=== block 1 ===
Figure 1. Drive-strength map (block 1).
Drawn at 6 px/um.
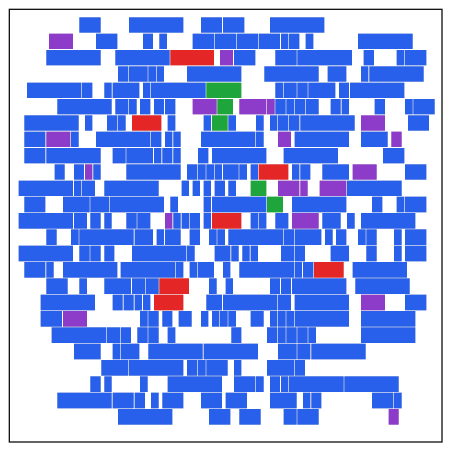
Figure 2. Ports around the boundary (block 1).
Drawn at 6 px/um. Pins as bars across the die edge, other pins in gray.
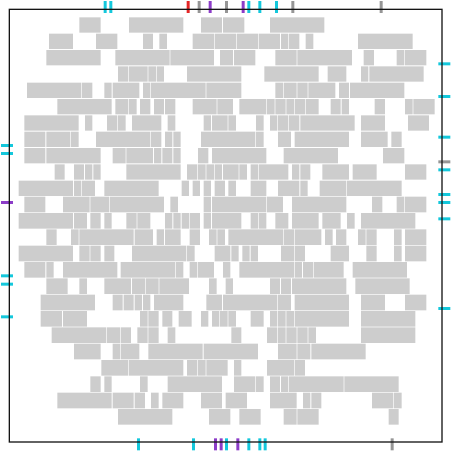
Figure 3. Placed standard cells (block 1).
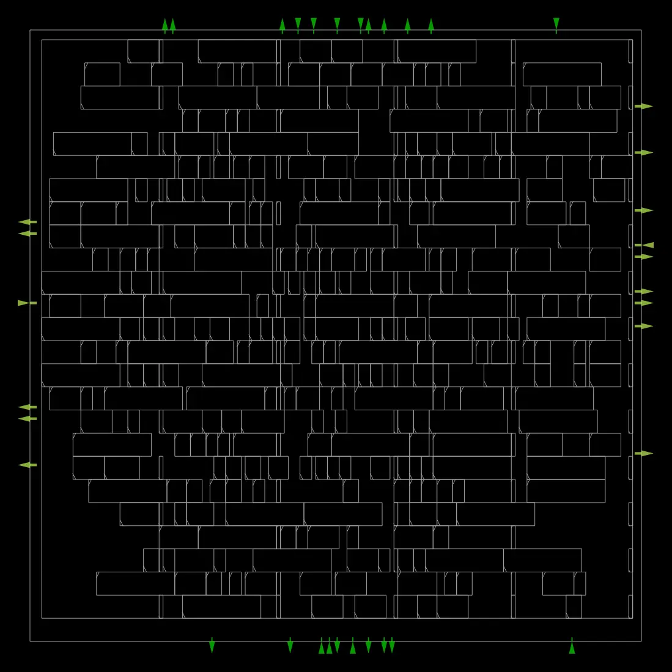
`src/rtl/bcd_count_chain.sv`:
```
// Multi-digit BCD counter: trigger-selected digits increment on inc_clk,
// carries ripple one digit per clock, ref_clk snapshots the live count.
module bcd_count_chain #(
    parameter int DIGITS = 6
) (
    input  logic                  clk,
    input  logic                  reset,
    input  logic [DIGITS-1:0]     trigger,
    input  logic                  inc_clk,
    input  logic                  ref_clk,
    input  logic                  clear,
    output logic [4*DIGITS-1:0]   count_out,
    output logic                  busy,
    output logic                  overflow
);

    typedef enum logic {
        IDLE,
        RIPPLE
    } state_t;

    state_t state, state_nx;

    logic [DIGITS-1:0][3:0] live, live_nx;
    logic [DIGITS-1:0]      pend, pend_nx;
    logic [DIGITS-1:0]      carry;
    logic                   overflow_nx;

    assign busy = (state == RIPPLE);

    always_comb begin
        state_nx    = state;
        live_nx     = live;
        pend_nx     = pend;
        overflow_nx = overflow;
        carry       = '0;
        if (clear) begin
            state_nx    = IDLE;
            live_nx     = '0;
            pend_nx     = '0;
            overflow_nx = 1'b0;
        end else begin
            unique case (state)
                IDLE: begin
                    if (inc_clk) begin
                        pend_nx = trigger;
                        if (trigger != '0) state_nx = RIPPLE;
                    end
                end
                RIPPLE: begin
                    for (int i = 0; i < DIGITS; i++) begin
                        if (pend[i]) begin
                            if (live[i] == 4'd9) begin
                                live_nx[i] = 4'd0;
                                carry[i]   = 1'b1;
                            end else begin
                                live_nx[i] = live[i] + 4'd1;
                            end
                        end
                    end
                    // carry out of the top digit falls off the shift
                    pend_nx = carry << 1;
                    if (carry[DIGITS-1]) overflow_nx = 1'b1;
                    if (pend_nx == '0) state_nx = IDLE;
                end
                default: state_nx = IDLE;
            endcase
        end
    end

    always_ff @(posedge clk or posedge reset) begin
        if (reset) begin
            state     <= IDLE;
            live      <= '0;
            pend      <= '0;
            overflow  <= 1'b0;
            count_out <= '0;
        end else begin
            state    <= state_nx;
            live     <= live_nx;
            pend     <= pend_nx;
            overflow <= overflow_nx;
            // snapshot uses the pre-clear / pre-increment value
            if (ref_clk) count_out <= live;
        end
    end

endmodule

```
`config.mk`:
```
export PLATFORM = sky130hd
export DESIGN_NAME = bcd_count_chain
export DESIGN_NICKNAME = d
export VERILOG_FILES = /design/src/rtl/bcd_count_chain.sv
export SDC_FILE = /design/constraint.sdc
export NUM_CORES = 1
export LEC_CHECK = 0
export ABC_AREA = 1
export ABC_CLOCK_PERIOD_IN_PS = 2100
export CAP_MARGIN = 20
export CORE_UTILIZATION = 54
export DETAILED_ROUTE_END_ITERATION = 6
export PLACE_DENSITY = 0.79
export RECOVER_POWER = 50
export SYNTH_ARGS = -nofsm -noshare
export SYNTH_HDL_FRONTEND = slang
export SYNTH_SLANG_ARGS = --single-unit
export TNS_END_PERCENT = 20
```
`constraint.sdc`:
```
create_clock -name clk -period 2.1 [get_ports clk]
set_clock_uncertainty 0.2 [all_clocks]
set_input_delay 0.21 -clock clk [delete_from_list [all_inputs] [get_ports clk]]
set_output_delay 0.21 -clock clk [all_outputs]
set_load 0.05 [all_outputs]
```
==> flow_summary_export.csv <==
group,metric,value,unit
final_timing,tightest_slew,1.339,ns
flow_run,warning_count,32,
final_layout,signal_buffers,42,
drt,top_layer,"met4",
final_layout,top_regs,"count_out: 24 flops, live: 24 flops, pend: 6 flops",
final_layout,fin_nets,337,
drt,wl_met2,2.512,mm
drt,ant_nets,0,
logic_synthesis,yosys.cell_count.top_type,"dfrtp_1",
status,status,"completed",
final_layout,final_cells,382,
final_layout,nMultiInputCombCells,180,
min_path,min_to,"count_out[8]",
logic_synthesis,simple_gate_share,17.04,%
clock_tree,numClockSinks,56,
die,die_area,0.005165,sq mm
## Picture notes: Figure 1
legend:
  _2 cells:
    color: purple
    cells: 19
    share: 6.0%
    most_used: mux2_2
  _6 and larger:
    color: red
    cells: 7
    share: 2.2%
    most_used: clkbuf_8
  _0 and _1 cells:
    color: blue
    cells: 284
    share: 90%
    most_used: dfrtp_1
  _3 and _4 cells:
    color: green
    cells: 5
    share: 1.6%
    most_used: buf_4

## Picture notes: Figure 2
legend:
  busy:
    color: red
    pins: 1
    direction: output
    edge: top
  trigger:
    color: purple
    pins: 6
    direction: input
    edge: 3 bottom, 2 top, 1 left
  count_out:
    color: cyan
    pins: 24
    direction: output
    edge: 8 right, 6 bottom, 5 top, 5 left
all pins by edge: 12 top, 10 bottom, 9 right, 6 left

## Picture notes: Figure 3
fill count: 381
FFs & Latches: 56
core footprint: 0.004723 sq mm


=== block 2 ===
Figure 4. Routed metal, one color a layer (block 2).
Drawn at 4 px/um. Two of the layers only.
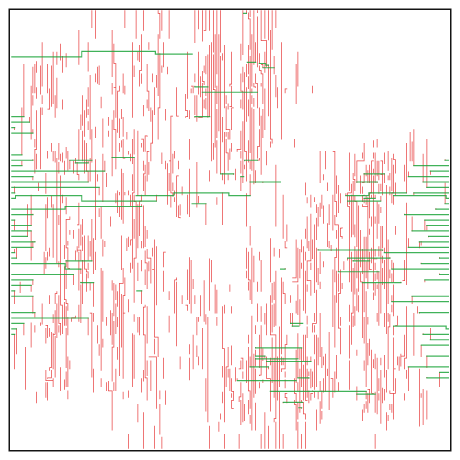
Figure 5. Nets reached from selected ports (block 2).
Drawn at 2 px/um.
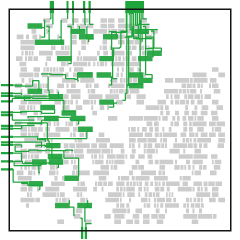
<file path="src/rtl/ram_burst_reader.sv">
// Burst read engine for one-cycle-latency synchronous RAM.
// Issued words are returned on a valid/ready stream through a 2-entry skid FIFO.
module ram_burst_reader #(
    parameter int DATA_WIDTH = 32,
    parameter int ADDR_WIDTH = 16,
    parameter int CNT_WIDTH  = 8
) (
    input  logic                  Clock,
    input  logic                  Reset,
    input  logic                  iStart,
    input  logic [ADDR_WIDTH-1:0] iBaseAddress,
    input  logic [CNT_WIDTH-1:0]  iCount,
    output logic                  oBusy,
    output logic                  oDone,
    output logic                  oReadEnable,
    output logic [ADDR_WIDTH-1:0] oReadAddress,
    input  logic [DATA_WIDTH-1:0] iRamData,
    output logic [DATA_WIDTH-1:0] oData,
    output logic                  oValid,
    input  logic                  iReady
);
    typedef enum logic [1:0] {IDLE, READ, DRAIN} state_t;

    state_t                state_q, state_d;
    logic [ADDR_WIDTH-1:0] addr_q, addr_d;
    logic [CNT_WIDTH-1:0]  remaining_q, remaining_d;
    logic                  in_flight_q, in_flight_d;
    logic [1:0]            buf_count_q, buf_count_d;
    logic [DATA_WIDTH-1:0] buf0_q, buf0_d, buf1_q, buf1_d;

    logic pop, wr, issue, drained;

    assign pop     = (buf_count_q != 2'd0) && iReady;
    assign wr      = in_flight_q;
    assign drained = !in_flight_q && (buf_count_q == 2'd0);
    // Occupancy after this cycle's pop must leave room for the word now being issued.
    assign issue   = (state_q == READ) && (remaining_q != '0) &&
                     (({1'b0, buf_count_q} + {2'b00, in_flight_q}) < (3'd2 + {2'b00, pop}));

    always_comb begin
        state_d     = state_q;
        addr_d      = addr_q;
        remaining_d = remaining_q;
        in_flight_d = issue;
        case (state_q)
            IDLE: begin
                if (iStart) begin
                    addr_d      = iBaseAddress;
                    remaining_d = iCount;
                    state_d     = (iCount == '0) ? DRAIN : READ;
                end
            end
            READ: begin
                if (issue) begin
                    addr_d      = addr_q + ADDR_WIDTH'(1);
                    remaining_d = remaining_q - CNT_WIDTH'(1);
                    if (remaining_q == CNT_WIDTH'(1)) begin
                        state_d = DRAIN;
                    end
                end
            end
            DRAIN: begin
                if (drained) begin
                    state_d = IDLE;
                end
            end
            default: state_d = IDLE;
        endcase
    end

    always_comb begin
        buf_count_d = buf_count_q;
        buf0_d      = buf0_q;
        buf1_d      = buf1_q;
        case ({wr, pop})
            2'b01: begin
                buf0_d      = buf1_q;
                buf_count_d = buf_count_q - 2'd1;
            end
            2'b10: begin
                if (buf_count_q == 2'd0) begin
                    buf0_d = iRamData;
                end else begin
                    buf1_d = iRamData;
                end
                buf_count_d = buf_count_q + 2'd1;
            end
            2'b11: begin
                if (buf_count_q == 2'd1) begin
                    buf0_d = iRamData;
                end else begin
                    buf0_d = buf1_q;
                    buf1_d = iRamData;
                end
            end
            default: ;
        endcase
    end

    always_ff @(posedge Clock) begin
        if (Reset) begin
            state_q     <= IDLE;
            addr_q      <= '0;
            remaining_q <= '0;
            in_flight_q <= 1'b0;
            buf_count_q <= 2'd0;
            buf0_q      <= '0;
            buf1_q      <= '0;
        end else begin
            state_q     <= state_d;
            addr_q      <= addr_d;
            remaining_q <= remaining_d;
            in_flight_q <= in_flight_d;
            buf_count_q <= buf_count_d;
            buf0_q      <= buf0_d;
            buf1_q      <= buf1_d;
        end
    end

    assign oBusy        = (state_q != IDLE);
    assign oDone        = (state_q == DRAIN) && drained;
    assign oReadEnable  = issue;
    assign oReadAddress = addr_q;
    assign oData        = buf0_q;
    assign oValid       = (buf_count_q != 2'd0);

    a_no_overflow: assert property (@(posedge Clock) disable iff (Reset)
        !(wr && !pop && (buf_count_q == 2'd2)));
endmodule

</file>
<file path="config.mk">
export PLATFORM = sky130hd
export DESIGN_NAME = ram_burst_reader
export DESIGN_NICKNAME = d
export VERILOG_FILES = /design/src/rtl/ram_burst_reader.sv
export SDC_FILE = /design/constraint.sdc
export NUM_CORES = 1
export LEC_CHECK = 0
export CAP_MARGIN = 20
export CORE_MARGIN = 2
export CORE_UTILIZATION = 39
export DETAILED_ROUTE_END_ITERATION = 16
export GPL_ROUTABILITY_DRIVEN = 0
export HOLD_SLACK_MARGIN = 0.06
export PLACE_DENSITY = 0.69
export SYNTH_ARGS = -nofsm -noshare
export SYNTH_HDL_FRONTEND = slang
export SYNTH_SLANG_ARGS = --single-unit
</file>
<file path="constraint.sdc">
create_clock -name Clock -period 4.9 [get_ports Clock]
set_input_delay 1.47 -clock Clock [delete_from_list [all_inputs] [get_ports Clock]]
set_output_delay 1.47 -clock Clock [all_outputs]
set_load 0.02 [all_outputs]
</file>
==> flow_summary_export.csv <==
group,metric,value,unit
status,status,"completed",
logic_synthesis,netlist_area,0.004380,sq mm
clock_tree,cts_buffer_depth,2,
logic_synthesis,top_cell_area_share,42.50,%
die,fp-row-count,38,
clock_tree,cts-htree-levels,3,
final_timing,timing_hold_violations_final,0,
logic_synthesis,area_leaders,"dfxtp_1 43%, nand2_1 8.3%, a21oi_1 6.4%",
final_timing,rsz0062_at_grt,"false",
pwr,clockPowerShare,16.4,%
drt,wirelength_met1,5.310,mm
min_path,min_path_cells,2,
min_path,min_to,"buf1_q[0]",
final_layout,layout.area.top_class,"combinational gates",
final_layout,final_common_cell,"clkdlybuf4s50_1",
global_routing,grt_pass1_vias,4121,
placed_design,place_inst,758,
logic_synthesis,ys_seq_share,42.50,%
clock_tree,cts_buffers,9,
clock_tree,postCtsHoldBufs,0,
final_layout,seq_share,32.28,%
final_layout,fin_area,0.005768,sq mm
final_layout,buf_share,20.52,%
clock_tree,insertion_delay,0.35,ns
drt,wl_met2,5.448,mm
pwr,pg_clk,495,uW
pwr,vdd_drop_max,277.0,uV
setup_path,critPathMaxFanout,4,
final_layout,final_cells,775,
setup_path,cp.arrival,2.94,ns
clock_tree,cts_root_buf,"clkbuf_8",
clock_tree,tritoncts,"done",
## Picture notes: Figure 4
legend:
  metal 2:
    color: red
    wire_length: 5450 um
  metal 3:
    color: green
    wire_length: 859 um

## Picture notes: Figure 5
legend:
  oData:
    color: green
    direction: output
    end_cells: 32
    wire: 1110 um
Port Buffers: 111
Ports: 112


Power is estimated from default activity; no workload was simulated.
